######## cellram_arbiter ########
===== src/rtl/cellram_arbiter.sv =====
// Two-port round-robin arbiter and read/write timing sequencer for the 512K x 8 cellular RAM.
// Define CELLRAM_FIXED_PRIO_EN to give port 0 strict priority instead of round-robin.
module cellram_arbiter #(
    parameter int unsigned ADDR_W  = 19,
    parameter int unsigned DATA_W  = 8,
    parameter int unsigned RD_WAIT = 2,
    parameter int unsigned WR_WAIT = 2
) (
    input  logic              clk_100mhz,
    input  logic              reset_n,
    input  logic              p0_valid,
    output logic              p0_ready,
    input  logic              p0_we,
    input  logic [ADDR_W-1:0] p0_addr,
    input  logic [DATA_W-1:0] p0_wdata,
    output logic [DATA_W-1:0] p0_rdata,
    output logic              p0_rvalid,
    input  logic              p1_valid,
    output logic              p1_ready,
    input  logic              p1_we,
    input  logic [ADDR_W-1:0] p1_addr,
    input  logic [DATA_W-1:0] p1_wdata,
    output logic [DATA_W-1:0] p1_rdata,
    output logic              p1_rvalid,
    output logic [ADDR_W-1:0] mem_addr,
    output logic [DATA_W-1:0] mem_o,
    output logic [DATA_W-1:0] mem_t,
    input  logic [DATA_W-1:0] mem_i,
    output logic              ram_ce_n,
    output logic              ram_we_n,
    output logic              ram_oe_n,
    output logic              busy
);

    localparam int unsigned CNT_W = 4;

    if (RD_WAIT < 1 || RD_WAIT > 15) begin : g_bad_rd_wait
        $error("cellram_arbiter: RD_WAIT must be in 1..15");
    end
    if (WR_WAIT < 1 || WR_WAIT > 15) begin : g_bad_wr_wait
        $error("cellram_arbiter: WR_WAIT must be in 1..15");
    end

    typedef enum logic [1:0] {
        S_IDLE   = 2'd0,
        S_RD_ACT = 2'd1,
        S_WR_ACT = 2'd2,
        S_RECOV  = 2'd3
    } state_t;

    state_t             r_state;
    logic [CNT_W-1:0]   r_cnt;
    logic               r_port;
    logic [ADDR_W-1:0]  r_mem_addr;
    logic [DATA_W-1:0]  r_mem_o;
    logic [DATA_W-1:0]  r_mem_t;
    logic               r_ce_n;
    logic               r_we_n;
    logic               r_oe_n;
    logic               r_busy;
    logic [DATA_W-1:0]  r_p0_rdata;
    logic [DATA_W-1:0]  r_p1_rdata;
    logic               r_p0_rvalid;
    logic               r_p1_rvalid;

    logic               w_gnt;
    logic               w_xfer;
    logic               w_we;
    logic [ADDR_W-1:0]  w_addr;
    logic [DATA_W-1:0]  w_wdata;

    // Grant selection: 0 = port 0, 1 = port 1
`ifdef CELLRAM_FIXED_PRIO_EN
    assign w_gnt = ~p0_valid;
`else
    logic r_last_grant;
    assign w_gnt = (p0_valid & p1_valid) ? ~r_last_grant : ~p0_valid;
`endif

    assign w_xfer   = (r_state == S_IDLE) & (p0_valid | p1_valid);
    assign p0_ready = w_xfer & ~w_gnt;
    assign p1_ready = w_xfer & w_gnt;
    assign w_we     = w_gnt ? p1_we    : p0_we;
    assign w_addr   = w_gnt ? p1_addr  : p0_addr;
    assign w_wdata  = w_gnt ? p1_wdata : p0_wdata;

    // Sequencer: strobes, bus direction and read capture all come from these flops
    always_ff @(posedge clk_100mhz) begin
        if (!reset_n) begin
            r_state     <= S_IDLE;
            r_cnt       <= '0;
            r_port      <= 1'b0;
            r_mem_addr  <= '0;
            r_mem_o     <= '0;
            r_mem_t     <= '1;
            r_ce_n      <= 1'b1;
            r_we_n      <= 1'b1;
            r_oe_n      <= 1'b1;
            r_busy      <= 1'b0;
            r_p0_rdata  <= '0;
            r_p1_rdata  <= '0;
            r_p0_rvalid <= 1'b0;
            r_p1_rvalid <= 1'b0;
`ifndef CELLRAM_FIXED_PRIO_EN
            r_last_grant <= 1'b1;
`endif
        end else begin
            r_p0_rvalid <= 1'b0;
            r_p1_rvalid <= 1'b0;
            case (r_state)
                S_IDLE: begin
                    if (w_xfer) begin
                        r_port     <= w_gnt;
                        r_mem_addr <= w_addr;
                        r_ce_n     <= 1'b0;
                        r_busy     <= 1'b1;
`ifndef CELLRAM_FIXED_PRIO_EN
                        r_last_grant <= w_gnt;
`endif
                        if (w_we) begin
                            r_state <= S_WR_ACT;
                            r_we_n  <= 1'b0;
                            r_mem_t <= '0;
                            r_mem_o <= w_wdata;
                            r_cnt   <= CNT_W'(WR_WAIT - 1);
                        end else begin
                            r_state <= S_RD_ACT;
                            r_oe_n  <= 1'b0;
                            r_cnt   <= CNT_W'(RD_WAIT - 1);
                        end
                    end
                end
                S_RD_ACT: begin
                    if (r_cnt == '0) begin
                        r_state <= S_RECOV;
                        r_ce_n  <= 1'b1;
                        r_oe_n  <= 1'b1;
                        if (r_port) begin
                            r_p1_rdata  <= mem_i;
                            r_p1_rvalid <= 1'b1;
                        end else begin
                            r_p0_rdata  <= mem_i;
                            r_p0_rvalid <= 1'b1;
                        end
                    end else begin
                        r_cnt <= r_cnt - CNT_W'(1);
                    end
                end
                S_WR_ACT: begin
                    // Bus stays driven through RECOV for data/address hold
                    if (r_cnt == '0) begin
                        r_state <= S_RECOV;
                        r_ce_n  <= 1'b1;
                        r_we_n  <= 1'b1;
                    end else begin
                        r_cnt <= r_cnt - CNT_W'(1);
                    end
                end
                S_RECOV: begin
                    r_state <= S_IDLE;
                    r_mem_t <= '1;
                    r_busy  <= 1'b0;
                end
                default: r_state <= S_IDLE;
            endcase
        end
    end

    assign mem_addr  = r_mem_addr;
    assign mem_o     = r_mem_o;
    assign mem_t     = r_mem_t;
    assign ram_ce_n  = r_ce_n;
    assign ram_we_n  = r_we_n;
    assign ram_oe_n  = r_oe_n;
    assign busy      = r_busy;
    assign p0_rdata  = r_p0_rdata;
    assign p1_rdata  = r_p1_rdata;
    assign p0_rvalid = r_p0_rvalid;
    assign p1_rvalid = r_p1_rvalid;

endmodule


===== config.mk =====
export PLATFORM = sky130hd
export DESIGN_NAME = cellram_arbiter
export DESIGN_NICKNAME = d
export VERILOG_FILES = /design/src/rtl/cellram_arbiter.sv
export SDC_FILE = /design/constraint.sdc
export NUM_CORES = 1
export LEC_CHECK = 0
export CORE_MARGIN = 5
export CORE_UTILIZATION = 40
export DETAILED_ROUTE_END_ITERATION = 16
export PLACE_DENSITY = 0.79
export SYNTH_ARGS = -nofsm -noshare
export SYNTH_HDL_FRONTEND = slang
export SYNTH_SLANG_ARGS = --single-unit

===== constraint.sdc =====
create_clock -name clk_100mhz -period 2.1 [get_ports clk_100mhz]
set_clock_uncertainty 0.2 [all_clocks]
set_input_delay 0.315 -clock clk_100mhz [delete_from_list [all_inputs] [get_ports clk_100mhz]]
set_output_delay 0.315 -clock clk_100mhz [all_outputs]
set_load 0.05 [all_outputs]

######## seg_scan_controller_flat ########
[config.mk]
export PLATFORM = sky130hd
export DESIGN_NAME = seg_scan_controller_flat
export DESIGN_NICKNAME = d
export VERILOG_FILES = /design/src/rtl/seg_pkg.sv /design/src/rtl/seg_scan_controller_if.sv /design/src/rtl/seg_slot_timer.sv /design/src/rtl/seg_scan_controller.sv /design/src/flat_wrapper.sv
export SDC_FILE = /design/constraint.sdc
export NUM_CORES = 1
export LEC_CHECK = 0
export CAP_MARGIN = 20
export CELL_PAD_IN_SITES_DETAIL_PLACEMENT = 0
export CELL_PAD_IN_SITES_GLOBAL_PLACEMENT = 2
export CORE_ASPECT_RATIO = 0.6
export CORE_MARGIN = 2
export CORE_UTILIZATION = 34
export CTS_CLUSTER_DIAMETER = 200
export CTS_CLUSTER_SIZE = 20
export DETAILED_ROUTE_END_ITERATION = 16
export GPL_TIMING_DRIVEN = 0
export HOLD_SLACK_MARGIN = 0.15
export PLACE_DENSITY = 0.83
export SYNTH_ARGS = -nofsm -noshare
export SYNTH_HDL_FRONTEND = slang
export SYNTH_SLANG_ARGS = --single-unit
[constraint.sdc]
create_clock -name clk -period 7.8 [get_ports clk]
set_input_delay 2.34 -clock clk [delete_from_list [all_inputs] [get_ports clk]]
set_output_delay 2.34 -clock clk [all_outputs]
set_load 0.05 [all_outputs]
[src/rtl/seg_pkg.sv]
// rtl/seg_pkg.sv - shared constants, scan state type and digit helper for the display scanner
package seg_pkg;

  localparam int NUM_DIGITS = 8;
  localparam logic [7:0] ANODE_OFF = 8'hFF;

  typedef enum logic {
    BLANK = 1'b0,
    ON    = 1'b1
  } scan_state_e;

  // Index of the most significant nonzero nibble; 0 when the whole value is zero
  function automatic logic [2:0] msd_index(input logic [31:0] value);
    msd_index = 3'd0;
    for (int i = 1; i < NUM_DIGITS; i++) begin
      if (value[4*i +: 4] != 4'd0) msd_index = 3'(i);
    end
  endfunction

endpackage

[src/rtl/seg_scan_controller_if.sv]
// rtl/seg_scan_controller_if.sv - display data load handshake between requester and scanner
interface seg_scan_controller_if;

  logic [31:0] value_in;
  logic [7:0]  dp_in;
  logic        load_req;
  logic        load_ack;

  modport master (output value_in, output dp_in, output load_req, input load_ack);
  modport slave  (input value_in, input dp_in, input load_req, output load_ack);

endinterface

[src/rtl/seg_slot_timer.sv]
// rtl/seg_slot_timer.sv - per-digit slot counter with end-of-blank and end-of-slot strobes
module seg_slot_timer #(
  parameter int DIGIT_CYCLES = 100000,
  parameter int BLANK_CYCLES = 1000
) (
  input  logic clk,
  input  logic reset,
  output logic blank_done,
  output logic slot_end
);

  localparam int CW = $clog2(DIGIT_CYCLES);
  localparam logic [CW-1:0] SLOT_LAST  = CW'(DIGIT_CYCLES - 1);
  localparam logic [CW-1:0] BLANK_LAST = CW'(BLANK_CYCLES - 1);

  logic [CW-1:0] count;

  // Strobes look one cycle ahead so the caller's registers change together with the counter
  assign blank_done = (count == BLANK_LAST);
  assign slot_end   = (count == SLOT_LAST);

  // Free-running slot counter, wraps at the end of every digit slot
  always_ff @(posedge clk) begin
    if (!reset) begin
      count <= '0;
    end else if (slot_end) begin
      count <= '0;
    end else begin
      count <= count + CW'(1);
    end
  end

endmodule

[src/rtl/seg_scan_controller.sv]
// rtl/seg_scan_controller.sv - 8-digit multiplexed seven-segment scanner with frame-aligned loads
module seg_scan_controller
  import seg_pkg::*;
#(
  parameter int DIGIT_CYCLES = 100000,
  parameter int BLANK_CYCLES = 1000
) (
  input  logic                        clk,
  input  logic                        reset,
  seg_scan_controller_if.slave        load_bus,
  input  logic [7:0]                  digit_en,
  input  logic                        lz_blank,
  output logic [3:0]                  digit_bin,
  output logic                        dp_out,
  output logic                        seg_blank,
  output logic [7:0]                  Anode,
  output logic                        frame_start
);

  logic        blank_done;
  logic        slot_end;
  scan_state_e state;
  scan_state_e state_nx;
  logic [2:0]  idx;
  logic [2:0]  idx_nx;
  logic [31:0] shadow;
  logic [31:0] shadow_nx;
  logic [7:0]  dp_shadow;
  logic [7:0]  dp_nx;
  logic [2:0]  msd;
  logic [3:0]  nib;
  logic        show;
  logic        boundary;
  logic        take_load;

  seg_slot_timer #(
    .DIGIT_CYCLES (DIGIT_CYCLES),
    .BLANK_CYCLES (BLANK_CYCLES)
  ) u_timer (
    .clk        (clk),
    .reset      (reset),
    .blank_done (blank_done),
    .slot_end   (slot_end)
  );

  // Last cycle of the final digit's slot is the only point where new data may enter
  assign boundary  = slot_end && (idx == 3'(NUM_DIGITS - 1));
  assign take_load = boundary && load_bus.load_req;

  // Next-cycle scan position and digit visibility, so outputs register in step with the timer
  always_comb begin
    idx_nx    = slot_end ? idx + 3'd1 : idx;
    state_nx  = state;
    if (slot_end) begin
      state_nx = BLANK;
    end else if (blank_done) begin
      state_nx = ON;
    end
    shadow_nx = shadow;
    dp_nx     = dp_shadow;
    if (take_load) begin
      shadow_nx = load_bus.value_in;
      dp_nx     = load_bus.dp_in;
    end
    msd  = msd_index(shadow_nx);
    nib  = shadow_nx[{idx_nx, 2'b00} +: 4];
    show = digit_en[idx_nx] && !(lz_blank && (idx_nx > msd) && !dp_nx[idx_nx]);
  end

  // Scan FSM, shadow registers, handshake and all registered display outputs
  always_ff @(posedge clk) begin
    if (!reset) begin
      state             <= BLANK;
      idx               <= 3'd0;
      shadow            <= 32'd0;
      dp_shadow         <= 8'd0;
      Anode             <= ANODE_OFF;
      digit_bin         <= 4'd0;
      dp_out            <= 1'b0;
      seg_blank         <= 1'b1;
      load_bus.load_ack <= 1'b0;
      frame_start       <= 1'b0;
    end else begin
      state             <= state_nx;
      idx               <= idx_nx;
      shadow            <= shadow_nx;
      dp_shadow         <= dp_nx;
      load_bus.load_ack <= take_load;
      frame_start       <= boundary;
      if (state_nx == ON) begin
        Anode     <= show ? ~(8'd1 << idx_nx) : ANODE_OFF;
        digit_bin <= nib;
        dp_out    <= dp_nx[idx_nx];
        seg_blank <= !show;
      end else begin
        Anode     <= ANODE_OFF;
        digit_bin <= 4'd0;
        dp_out    <= 1'b0;
        seg_blank <= 1'b1;
      end
    end
  end

endmodule

[src/flat_wrapper.sv]
// flat-port wrapper written by rule: the top's interface ports become plain ports
module seg_scan_controller_flat import seg_pkg::*;
#(
  parameter int DIGIT_CYCLES = 100000,
  parameter int BLANK_CYCLES = 1000
)
  (clk, reset, digit_en, lz_blank, digit_bin, dp_out, seg_blank, Anode, frame_start, load_bus_value_in, load_bus_dp_in, load_bus_load_req, load_bus_load_ack);
  seg_scan_controller_if load_bus_i ();
  input  logic clk;
  input  logic reset;
  input  logic [7:0] digit_en;
  input  logic lz_blank;
  output logic [3:0] digit_bin;
  output logic dp_out;
  output logic seg_blank;
  output logic [7:0] Anode;
  output logic frame_start;
  input wire logic [$bits(load_bus_i.value_in)-1:0] load_bus_value_in;
  input wire logic [$bits(load_bus_i.dp_in)-1:0] load_bus_dp_in;
  input wire logic [$bits(load_bus_i.load_req)-1:0] load_bus_load_req;
  output wire logic [$bits(load_bus_i.load_ack)-1:0] load_bus_load_ack;
  assign load_bus_i.value_in = load_bus_value_in;
  assign load_bus_i.dp_in = load_bus_dp_in;
  assign load_bus_i.load_req = load_bus_load_req;
  assign load_bus_load_ack = load_bus_i.load_ack;
  seg_scan_controller #(.DIGIT_CYCLES(DIGIT_CYCLES), .BLANK_CYCLES(BLANK_CYCLES)) u_core (.clk(clk), .reset(reset), .load_bus(load_bus_i), .digit_en(digit_en), .lz_blank(lz_blank), .digit_bin(digit_bin), .dp_out(dp_out), .seg_blank(seg_blank), .Anode(Anode), .frame_start(frame_start));
endmodule
######## io_req_ctrl ########
**config.mk**
```make
export PLATFORM = sky130hd
export DESIGN_NAME = io_req_ctrl
export DESIGN_NICKNAME = d
export VERILOG_FILES = /design/src/rtl/io_req_ctrl.sv
export SDC_FILE = /design/constraint.sdc
export NUM_CORES = 1
export LEC_CHECK = 0
export CAP_MARGIN = 20
export CELL_PAD_IN_SITES_DETAIL_PLACEMENT = 1
export CELL_PAD_IN_SITES_GLOBAL_PLACEMENT = 2
export CORE_ASPECT_RATIO = 1.5
export CORE_UTILIZATION = 25
export DETAILED_ROUTE_END_ITERATION = 16
export HOLD_SLACK_MARGIN = 0.15
export PLACE_DENSITY = 0.68
export REMOVE_ABC_BUFFERS = 1
export SYNTH_ARGS = -nofsm -noshare
export SYNTH_HDL_FRONTEND = slang
export SYNTH_SLANG_ARGS = --single-unit
```
**constraint.sdc**
```tcl
create_clock -name CLK -period 1.3 [get_ports CLK]
set_input_delay 0.195 -clock CLK [delete_from_list [all_inputs] [get_ports CLK]]
set_output_delay 0.195 -clock CLK [all_outputs]
set_load 0.02 [all_outputs]
```
**src/rtl/io_req_ctrl.sv**
```systemverilog
// CPU-side requester for the PDS I/O bus master: latches one access at a time,
// drives IOREQ/IOWE/IOLDS/IOUDS/nADLEEN and returns read/write completion.
module io_req_ctrl #(
    parameter int LATCH_CYCLES = 2,
    parameter int SYNC_STAGES  = 2,
    parameter int POST_WRITES  = 1
) (
    input  logic CLK,
    input  logic nRES,
    input  logic REQ_VALID,
    input  logic REQ_WE,
    input  logic REQ_LDS,
    input  logic REQ_UDS,
    output logic REQ_BUSY,
    output logic RD_ACK,
    output logic WR_ACK,
    output logic PWR_PEND,
    output logic IOREQ,
    output logic IOWE,
    output logic IOLDS,
    output logic IOUDS,
    output logic nADLEEN,
    input  logic IOACT
);

    localparam logic [2:0] S_IDLE  = 3'd0;
    localparam logic [2:0] S_LATCH = 3'd1;
    localparam logic [2:0] S_REQ   = 3'd2;
    localparam logic [2:0] S_ACT   = 3'd3;
    localparam logic [2:0] S_DONE  = 3'd4;

    localparam logic [2:0] CNT_INIT = 3'(LATCH_CYCLES - 1);
    localparam logic       POSTED   = (POST_WRITES != 0);

    logic [2:0]             state_q, state_d;
    logic [2:0]             cnt_q, cnt_d;
    logic [SYNC_STAGES-1:0] sync_q, sync_d;
    logic ioreq_q, ioreq_d;
    logic iowe_q, iowe_d;
    logic iolds_q, iolds_d;
    logic iouds_q, iouds_d;
    logic nadleen_q, nadleen_d;
    logic busy_q, busy_d;
    logic rd_ack_q, rd_ack_d;
    logic wr_ack_q, wr_ack_d;
    logic pend_q, pend_d;
    logic io_act_s;

    assign io_act_s = sync_q[SYNC_STAGES-1];

    always_comb begin
        sync_d    = {sync_q[SYNC_STAGES-2:0], IOACT};
        state_d   = state_q;
        cnt_d     = cnt_q;
        ioreq_d   = ioreq_q;
        iowe_d    = iowe_q;
        iolds_d   = iolds_q;
        iouds_d   = iouds_q;
        nadleen_d = nadleen_q;
        busy_d    = busy_q;
        pend_d    = pend_q;
        rd_ack_d  = 1'b0;
        wr_ack_d  = 1'b0;
        case (state_q)
            S_IDLE: begin
                // A busy master means the previous bus cycle has not drained yet.
                if (REQ_VALID && !io_act_s) begin
                    state_d   = S_LATCH;
                    iowe_d    = REQ_WE;
                    iolds_d   = REQ_LDS;
                    iouds_d   = REQ_UDS;
                    nadleen_d = 1'b0;
                    busy_d    = 1'b1;
                    cnt_d     = CNT_INIT;
                end
            end
            S_LATCH: begin
                if (cnt_q == 3'd0) begin
                    state_d   = S_REQ;
                    ioreq_d   = 1'b1;
                    nadleen_d = 1'b1;
                    if (POSTED && iowe_q) begin
                        wr_ack_d = 1'b1;
                        pend_d   = 1'b1;
                    end
                end else begin
                    cnt_d = cnt_q - 3'd1;
                end
            end
            S_REQ: begin
                if (io_act_s) begin
                    state_d = S_ACT;
                    ioreq_d = 1'b0;
                end
            end
            S_ACT: begin
                // A one-cycle IOACT blip lands here too and still retires the cycle.
                if (!io_act_s) begin
                    state_d = S_DONE;
                    if (!iowe_q) begin
                        rd_ack_d = 1'b1;
                    end else if (!POSTED) begin
                        wr_ack_d = 1'b1;
                    end
                end
            end
            S_DONE: begin
                state_d = S_IDLE;
                busy_d  = 1'b0;
                pend_d  = 1'b0;
            end
            default: state_d = S_IDLE;
        endcase
    end

    always_ff @(posedge CLK) begin
        if (!nRES) begin
            state_q   <= S_IDLE;
            cnt_q     <= 3'd0;
            sync_q    <= '0;
            ioreq_q   <= 1'b0;
            iowe_q    <= 1'b0;
            iolds_q   <= 1'b0;
            iouds_q   <= 1'b0;
            nadleen_q <= 1'b1;
            busy_q    <= 1'b0;
            rd_ack_q  <= 1'b0;
            wr_ack_q  <= 1'b0;
            pend_q    <= 1'b0;
        end else begin
            state_q   <= state_d;
            cnt_q     <= cnt_d;
            sync_q    <= sync_d;
            ioreq_q   <= ioreq_d;
            iowe_q    <= iowe_d;
            iolds_q   <= iolds_d;
            iouds_q   <= iouds_d;
            nadleen_q <= nadleen_d;
            busy_q    <= busy_d;
            rd_ack_q  <= rd_ack_d;
            wr_ack_q  <= wr_ack_d;
            pend_q    <= pend_d;
        end
    end

    assign IOREQ    = ioreq_q;
    assign IOWE     = iowe_q;
    assign IOLDS    = iolds_q;
    assign IOUDS    = iouds_q;
    assign nADLEEN  = nadleen_q;
    assign REQ_BUSY = busy_q;
    assign RD_ACK   = rd_ack_q;
    assign WR_ACK   = wr_ack_q;
    assign PWR_PEND = pend_q;

endmodule

```
######## candidate_delay_buffer ########
## src/rtl/candidate_delay_buffer.sv

```systemverilog
// Multi-lane delay buffer for the FME candidate path with tap-selectable delay,
// valid tracking, flush and occupancy count. Define CAND_BUF_BEST_EN to add the registered minimum-lane finder.
module candidate_delay_buffer #(
    parameter int DATAWIDTH = 8,
    parameter int LANES     = 8,
    parameter int DEPTH     = 8,
    parameter int SELW      = $clog2(DEPTH)
) (
    input  logic                           clock,
    input  logic                           reset,
    input  logic                           enable,
    input  logic                           flush,
    input  logic [SELW-1:0]                delay_sel,
    input  logic [LANES*DATAWIDTH-1:0]     in_data,
    input  logic                           in_valid,
    output logic [LANES*DATAWIDTH-1:0]     out_data,
    output logic                           out_valid,
    output logic [$clog2(DEPTH+1)-1:0]     fill_count
`ifdef CAND_BUF_BEST_EN
    ,
    output logic [$clog2(LANES)-1:0]       best_idx,
    output logic [DATAWIDTH-1:0]           best_val,
    output logic                           best_valid
`endif
);

    localparam int CNTW = $clog2(DEPTH + 1);

    logic [LANES*DATAWIDTH-1:0] stage [DEPTH];
    logic [DEPTH-1:0]           valid;
    logic [CNTW-1:0]            count;
    logic [SELW-1:0]            tap;

    always_ff @(posedge clock) begin
        if (reset || flush) begin
            for (int unsigned k = 0; k < DEPTH; k++) begin
                stage[k] <= '0;
            end
            valid <= '0;
            count <= '0;
        end else if (enable) begin
            stage[0] <= in_data;
            for (int unsigned k = 1; k < DEPTH; k++) begin
                stage[k] <= stage[k-1];
            end
            valid <= {valid[DEPTH-2:0], in_valid};
            // Entry/exit pairing keeps the count equal to the number of valid stages.
            if (in_valid && !valid[DEPTH-1]) begin
                count <= count + CNTW'(1);
            end else if (!in_valid && valid[DEPTH-1]) begin
                count <= count - CNTW'(1);
            end
        end
    end

    // Out-of-range selects only exist when DEPTH is not a power of two.
    always_comb begin
        tap = delay_sel;
        if (int'(delay_sel) > DEPTH - 1) begin
            tap = SELW'(DEPTH - 1);
        end
    end

    assign out_data   = stage[tap];
    assign out_valid  = valid[tap];
    assign fill_count = count;

`ifdef CAND_BUF_BEST_EN
    localparam int IDXW = $clog2(LANES);

    logic [DATAWIDTH-1:0] min_val;
    logic [IDXW-1:0]      min_idx;

    // Strict less-than keeps the lowest lane index on ties.
    always_comb begin
        min_val = out_data[0 +: DATAWIDTH];
        min_idx = '0;
        for (int unsigned i = 1; i < LANES; i++) begin
            if (out_data[i*DATAWIDTH +: DATAWIDTH] < min_val) begin
                min_val = out_data[i*DATAWIDTH +: DATAWIDTH];
                min_idx = IDXW'(i);
            end
        end
    end

    always_ff @(posedge clock) begin
        if (reset || flush) begin
            best_idx   <= '0;
            best_val   <= '0;
            best_valid <= 1'b0;
        end else begin
            best_idx   <= min_idx;
            best_val   <= min_val;
            best_valid <= out_valid;
        end
    end
`endif

endmodule

```

## config.mk

```make
export PLATFORM = sky130hd
export DESIGN_NAME = candidate_delay_buffer
export DESIGN_NICKNAME = d
export VERILOG_FILES = /design/src/rtl/candidate_delay_buffer.sv
export SDC_FILE = /design/constraint.sdc
export NUM_CORES = 1
export LEC_CHECK = 0
export CAP_MARGIN = 5
export CELL_PAD_IN_SITES_DETAIL_PLACEMENT = 1
export CELL_PAD_IN_SITES_GLOBAL_PLACEMENT = 1
export CORE_UTILIZATION = 46
export DETAILED_ROUTE_END_ITERATION = 8
export PLACE_DENSITY_LB_ADDON = 0.15
export SYNTH_ARGS = -nofsm -noshare
export SYNTH_HDL_FRONTEND = slang
export SYNTH_SLANG_ARGS = --single-unit
```

## constraint.sdc

```tcl
create_clock -name clock -period 16.6 [get_ports clock]
set_input_delay 3.32 -clock clock [delete_from_list [all_inputs] [get_ports clock]]
set_output_delay 3.32 -clock clock [all_outputs]
set_load 0.05 [all_outputs]
```

seg_scan_controller_flat, PDN straps and rails:
Pins as bars on the die edge. Tap cells in grey.
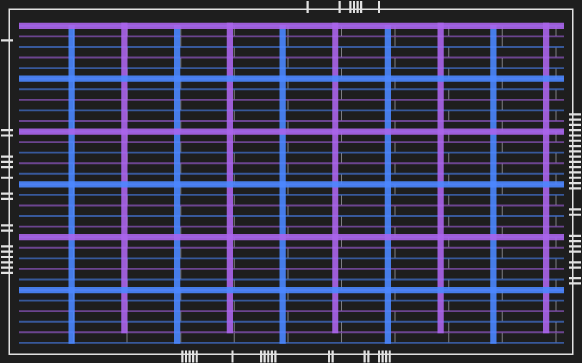
Blue is VSS. Purple is VDD.
6 straps on met5. 31 met1 rails follow the rows. The core has 30 rows.
Die H: 88.40 um
VDD IR-drop max: 0.1015 mV

seg_scan_controller_flat, placement by cell class:
The bar under the picture is 50 um long.
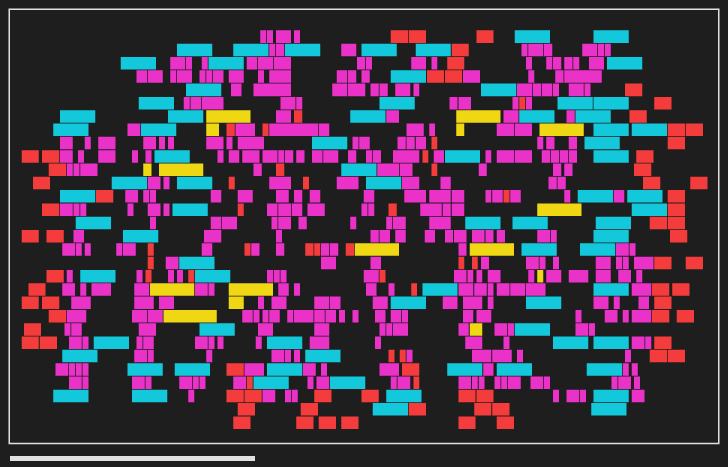
Yellow is clock drivers and dummy loads, cells 16, share of their area 5.9%. Cyan is registers, cells 77, share of their area 31%. Red is remaining buffers and delay cells, cells 96, share of their area 16%. Magenta is remaining logic cells, cells 372, share of their area 48%.

==> out/results.txt, seg_scan_controller_flat <==
Plain + repair buffers -> 96
Critical Path Sink -> u_core.Anode[3]$_SDFF_PN1_
Antenna diode count -> 0
Cell count after synthesis -> 478
GRT Residual Overflow -> 0
Total GRT Usage -> 0.2178
Met3 wire len -> 1.054 mm
RSZ-0062 raised after global routing -> no
CTS resizes -> 0
Largest regs -> u_core.shadow x32, u_core.u_timer.count x17
Hold path depth -> 1
Most common cell in the netlist -> nand2_1
Met2 usage -> 0.2796
DR WL/cell -> 18.28 um
Status -> finished, final reports clean
Met3 usage -> 0.05519
Hold Path Class -> flip-flop to flip-flop
Pint -> 0.6736 mW
Top cell by count, worst path -> nor2b_1
Max incr delay on CP -> 0.68 ns
Comb area share -> 0.4524
I/O pin count -> 68
Most used routing layer -> met1
Sequential cell area share -> 0.2964
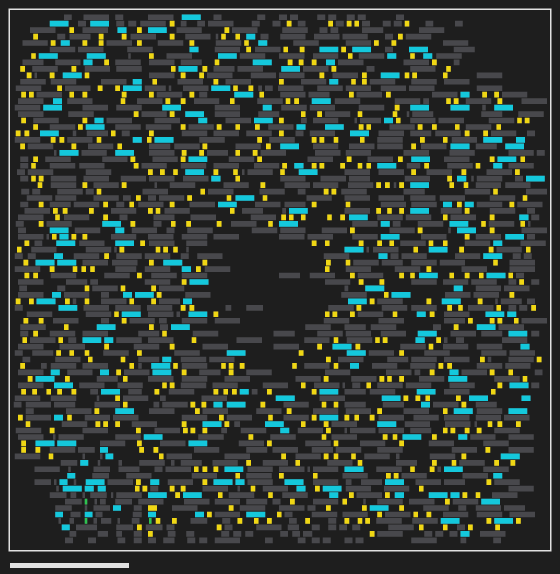
candidate_delay_buffer: selected gate families
The bar under the picture is 50 um long.
Yellow is and/or cells, cells 515, most used and3_1, where widely spread. Green is nand cells, cells 3, most used nand2_1. Cyan is mux cells, cells 206, most used mux4_2, where widely spread.
Comb area share: 0.2655
dominant logic cell type in the layout: edfxtp_1
Final Non-Filler Cells: 2,205

candidate_delay_buffer, the clock network:
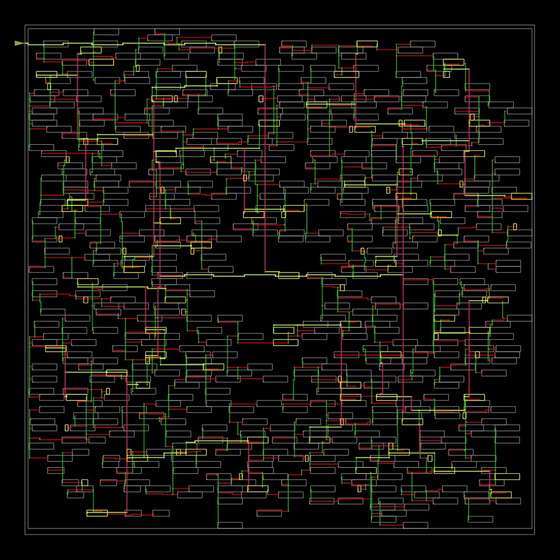
clk latency late pin: 0.61 ns
CTS sink cnt: 524

==> out/results.txt, candidate_delay_buffer <==
Status -> finished, final reports clean
Final Hold Vio Count -> 0
Clk buf depth -> 3
WHS -> 0.4741 ns
Hold path depth -> 2
Clk tree area frac -> 0.06716
Synth-to-Final Area Change -> 15.39%
Main flop type -> edfxtp_1
Signal inverters -> 2
Power Density -> 112.0 nW/um2
VDD IR-drop max -> 0.08222 mV
Core box area -> 50,170 um2
Leading cell kind -> sequential cells
Port bufs -> 140
XOR Share, Synth -> 0.0007493
Worst hold endpoint -> fill_count[3]$_SDFFE_PP0P_
Clk pwr share -> 0.409
Met2 usage -> 0.3007
Sequential cell area share -> 0.5789
DR WL/cell -> 21.86 um
Total GRT Usage -> 0.1900
Cell type with the largest total area -> edfxtp_1
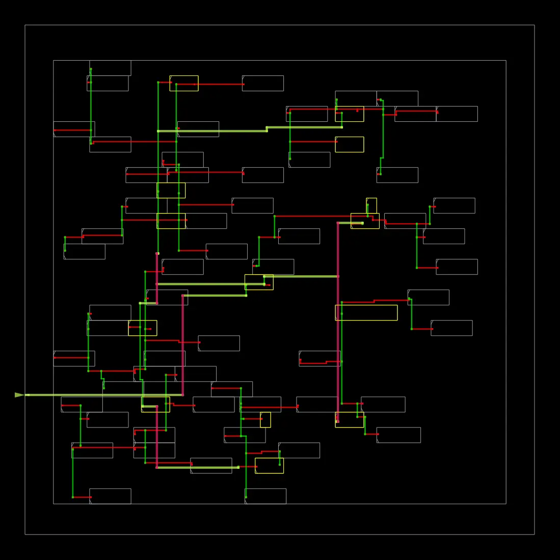
cellram_arbiter: the clock network
CTS Buf Count: 9
CTS sink cnt: 58

==> out/results.txt, cellram_arbiter <==
Status -> finished, final reports clean
Final Cycle Share -> 0.9743
Fmax achieved -> 0.4887 GHz
Leading cell kind -> buffers
Syn Std Cell Area -> 2600 um2
Clock root cell -> clkbuf_8
Synth warn -> 0
Lkg Pwr -> 1.716 nW
Mux share -> 0.06545
Routed WL -> 7.923 mm
Largest Pwr Group -> combinational logic
Max incr delay on CP -> 0.32 ns
Comb area share -> 0.2963
Met3 wire len -> 692 um
Critical Path Sink -> p0_ready
Share of the yosys chip area belonging to registers -> 0.4466
DP Area -> 3979 um2
Clk pwr share -> 0.173
RSZ-0062 raised after global routing -> no
Basic Gates by Area -> 0.1497
Flop Count -> 58
io_req_ctrl, PDN straps and rails:
Pins as bars on the die edge. Tap cells in grey.
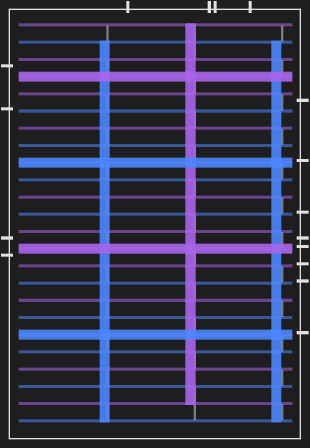
Blue is VSS. Purple is VDD.
16 signal pins sit on the boundary. 3 straps on met4. 37 tap cells. 4 straps on met5.
VDD IR-drop max: 0.8152 mV
core box area: 2705 um2
Die H: 67.65 um
Die X-Extent: 45.76 um

io_req_ctrl, selected gate families:
The bar under the picture is 10 um long.
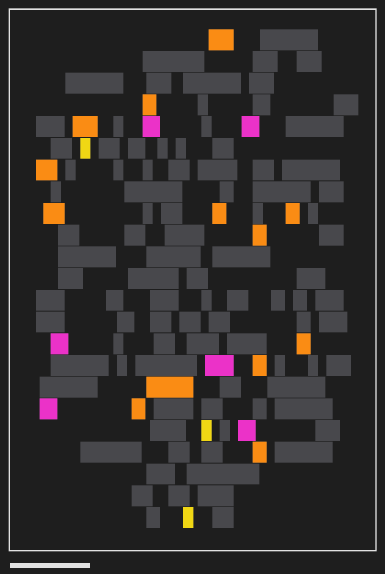
Magenta is and/or cells, cells 6. Yellow is inv cells, cells 3, most used inv_2. Orange is aoi and oai cells, cells 13, most used a21oi_1.
Final Non-Filler Cells: 153
Comb area share: 0.3470
dominant logic cell type in the layout: buf_4

==> out/results.txt, io_req_ctrl <==
Status -> finished, violations left
Failing checks -> negative setup slack
Least-Margin Pin Slew -> 0.2678 ns
WP depth -> 6
Cells in synth_stat.txt -> 80
Hold Path Origin -> sync_q[0]$_SDFF_PN0_
Register Area -> 344.1 um2
Hold Path Class -> flip-flop to flip-flop
Basic Gates by Area -> 0.3014
Most used routing layer -> met2
Fmax achieved -> 0.7677 GHz
DPL Wire Length -> 1.380 mm
Leading cell kind -> multi-input combinational cells
Slack of the critical path -> -0.002561 ns
P_seq -> 0.693 mW
Lkg Pwr -> 0.5140 nW
Critical path, cell by cell -> inv_2 > ha_4 > nand2b_4 > and2b_4 > o41ai_2 > a21oi_1
Pre-antenna DRT Iters -> 3
Syn Std Cell Area -> 718.2 um2
Final setup fails -> 1
Largest Pwr Group -> combinational logic
Adder share -> 0.03484


==> gallery <==
Placement by cell class.
shot_01.png
The bar under the picture is 20 um long.
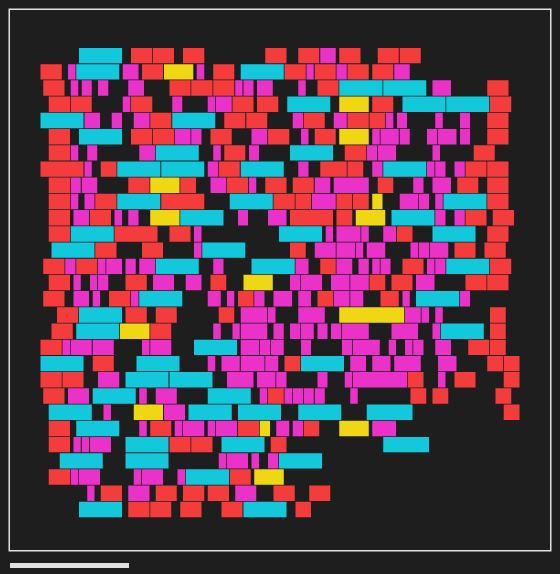
shot_02.png
The bar under the picture is 50 um long.
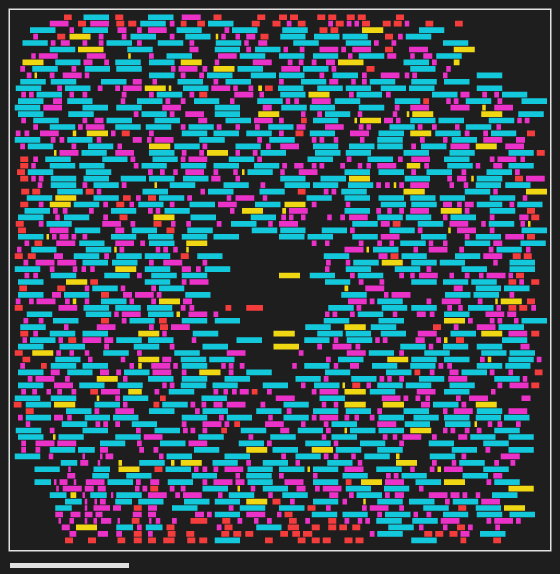
shot_03.png
The bar under the picture is 10 um long.
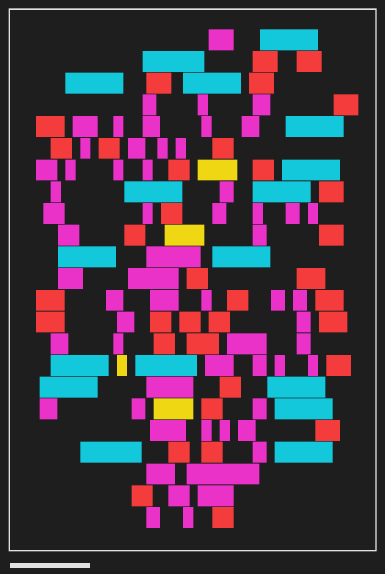
The one with the fewest cells is shot_03.png.
The one with the most sequential cells is shot_02.png.
For io_req_ctrl, see shot_03.png.
For cellram_arbiter, see shot_01.png.
For candidate_delay_buffer, see shot_02.png.

Key to shot_01.png:
Yellow is clock drivers and dummy loads, cells 14, share of their area 4.7%. Cyan is registers, cells 58, share of their area 28%. Magenta is remaining logic cells, cells 205, share of their area 32%. Red is remaining buffers and delay cells, cells 150, share of their area 36%.

Power is estimated from default activity; no workload was simulated.
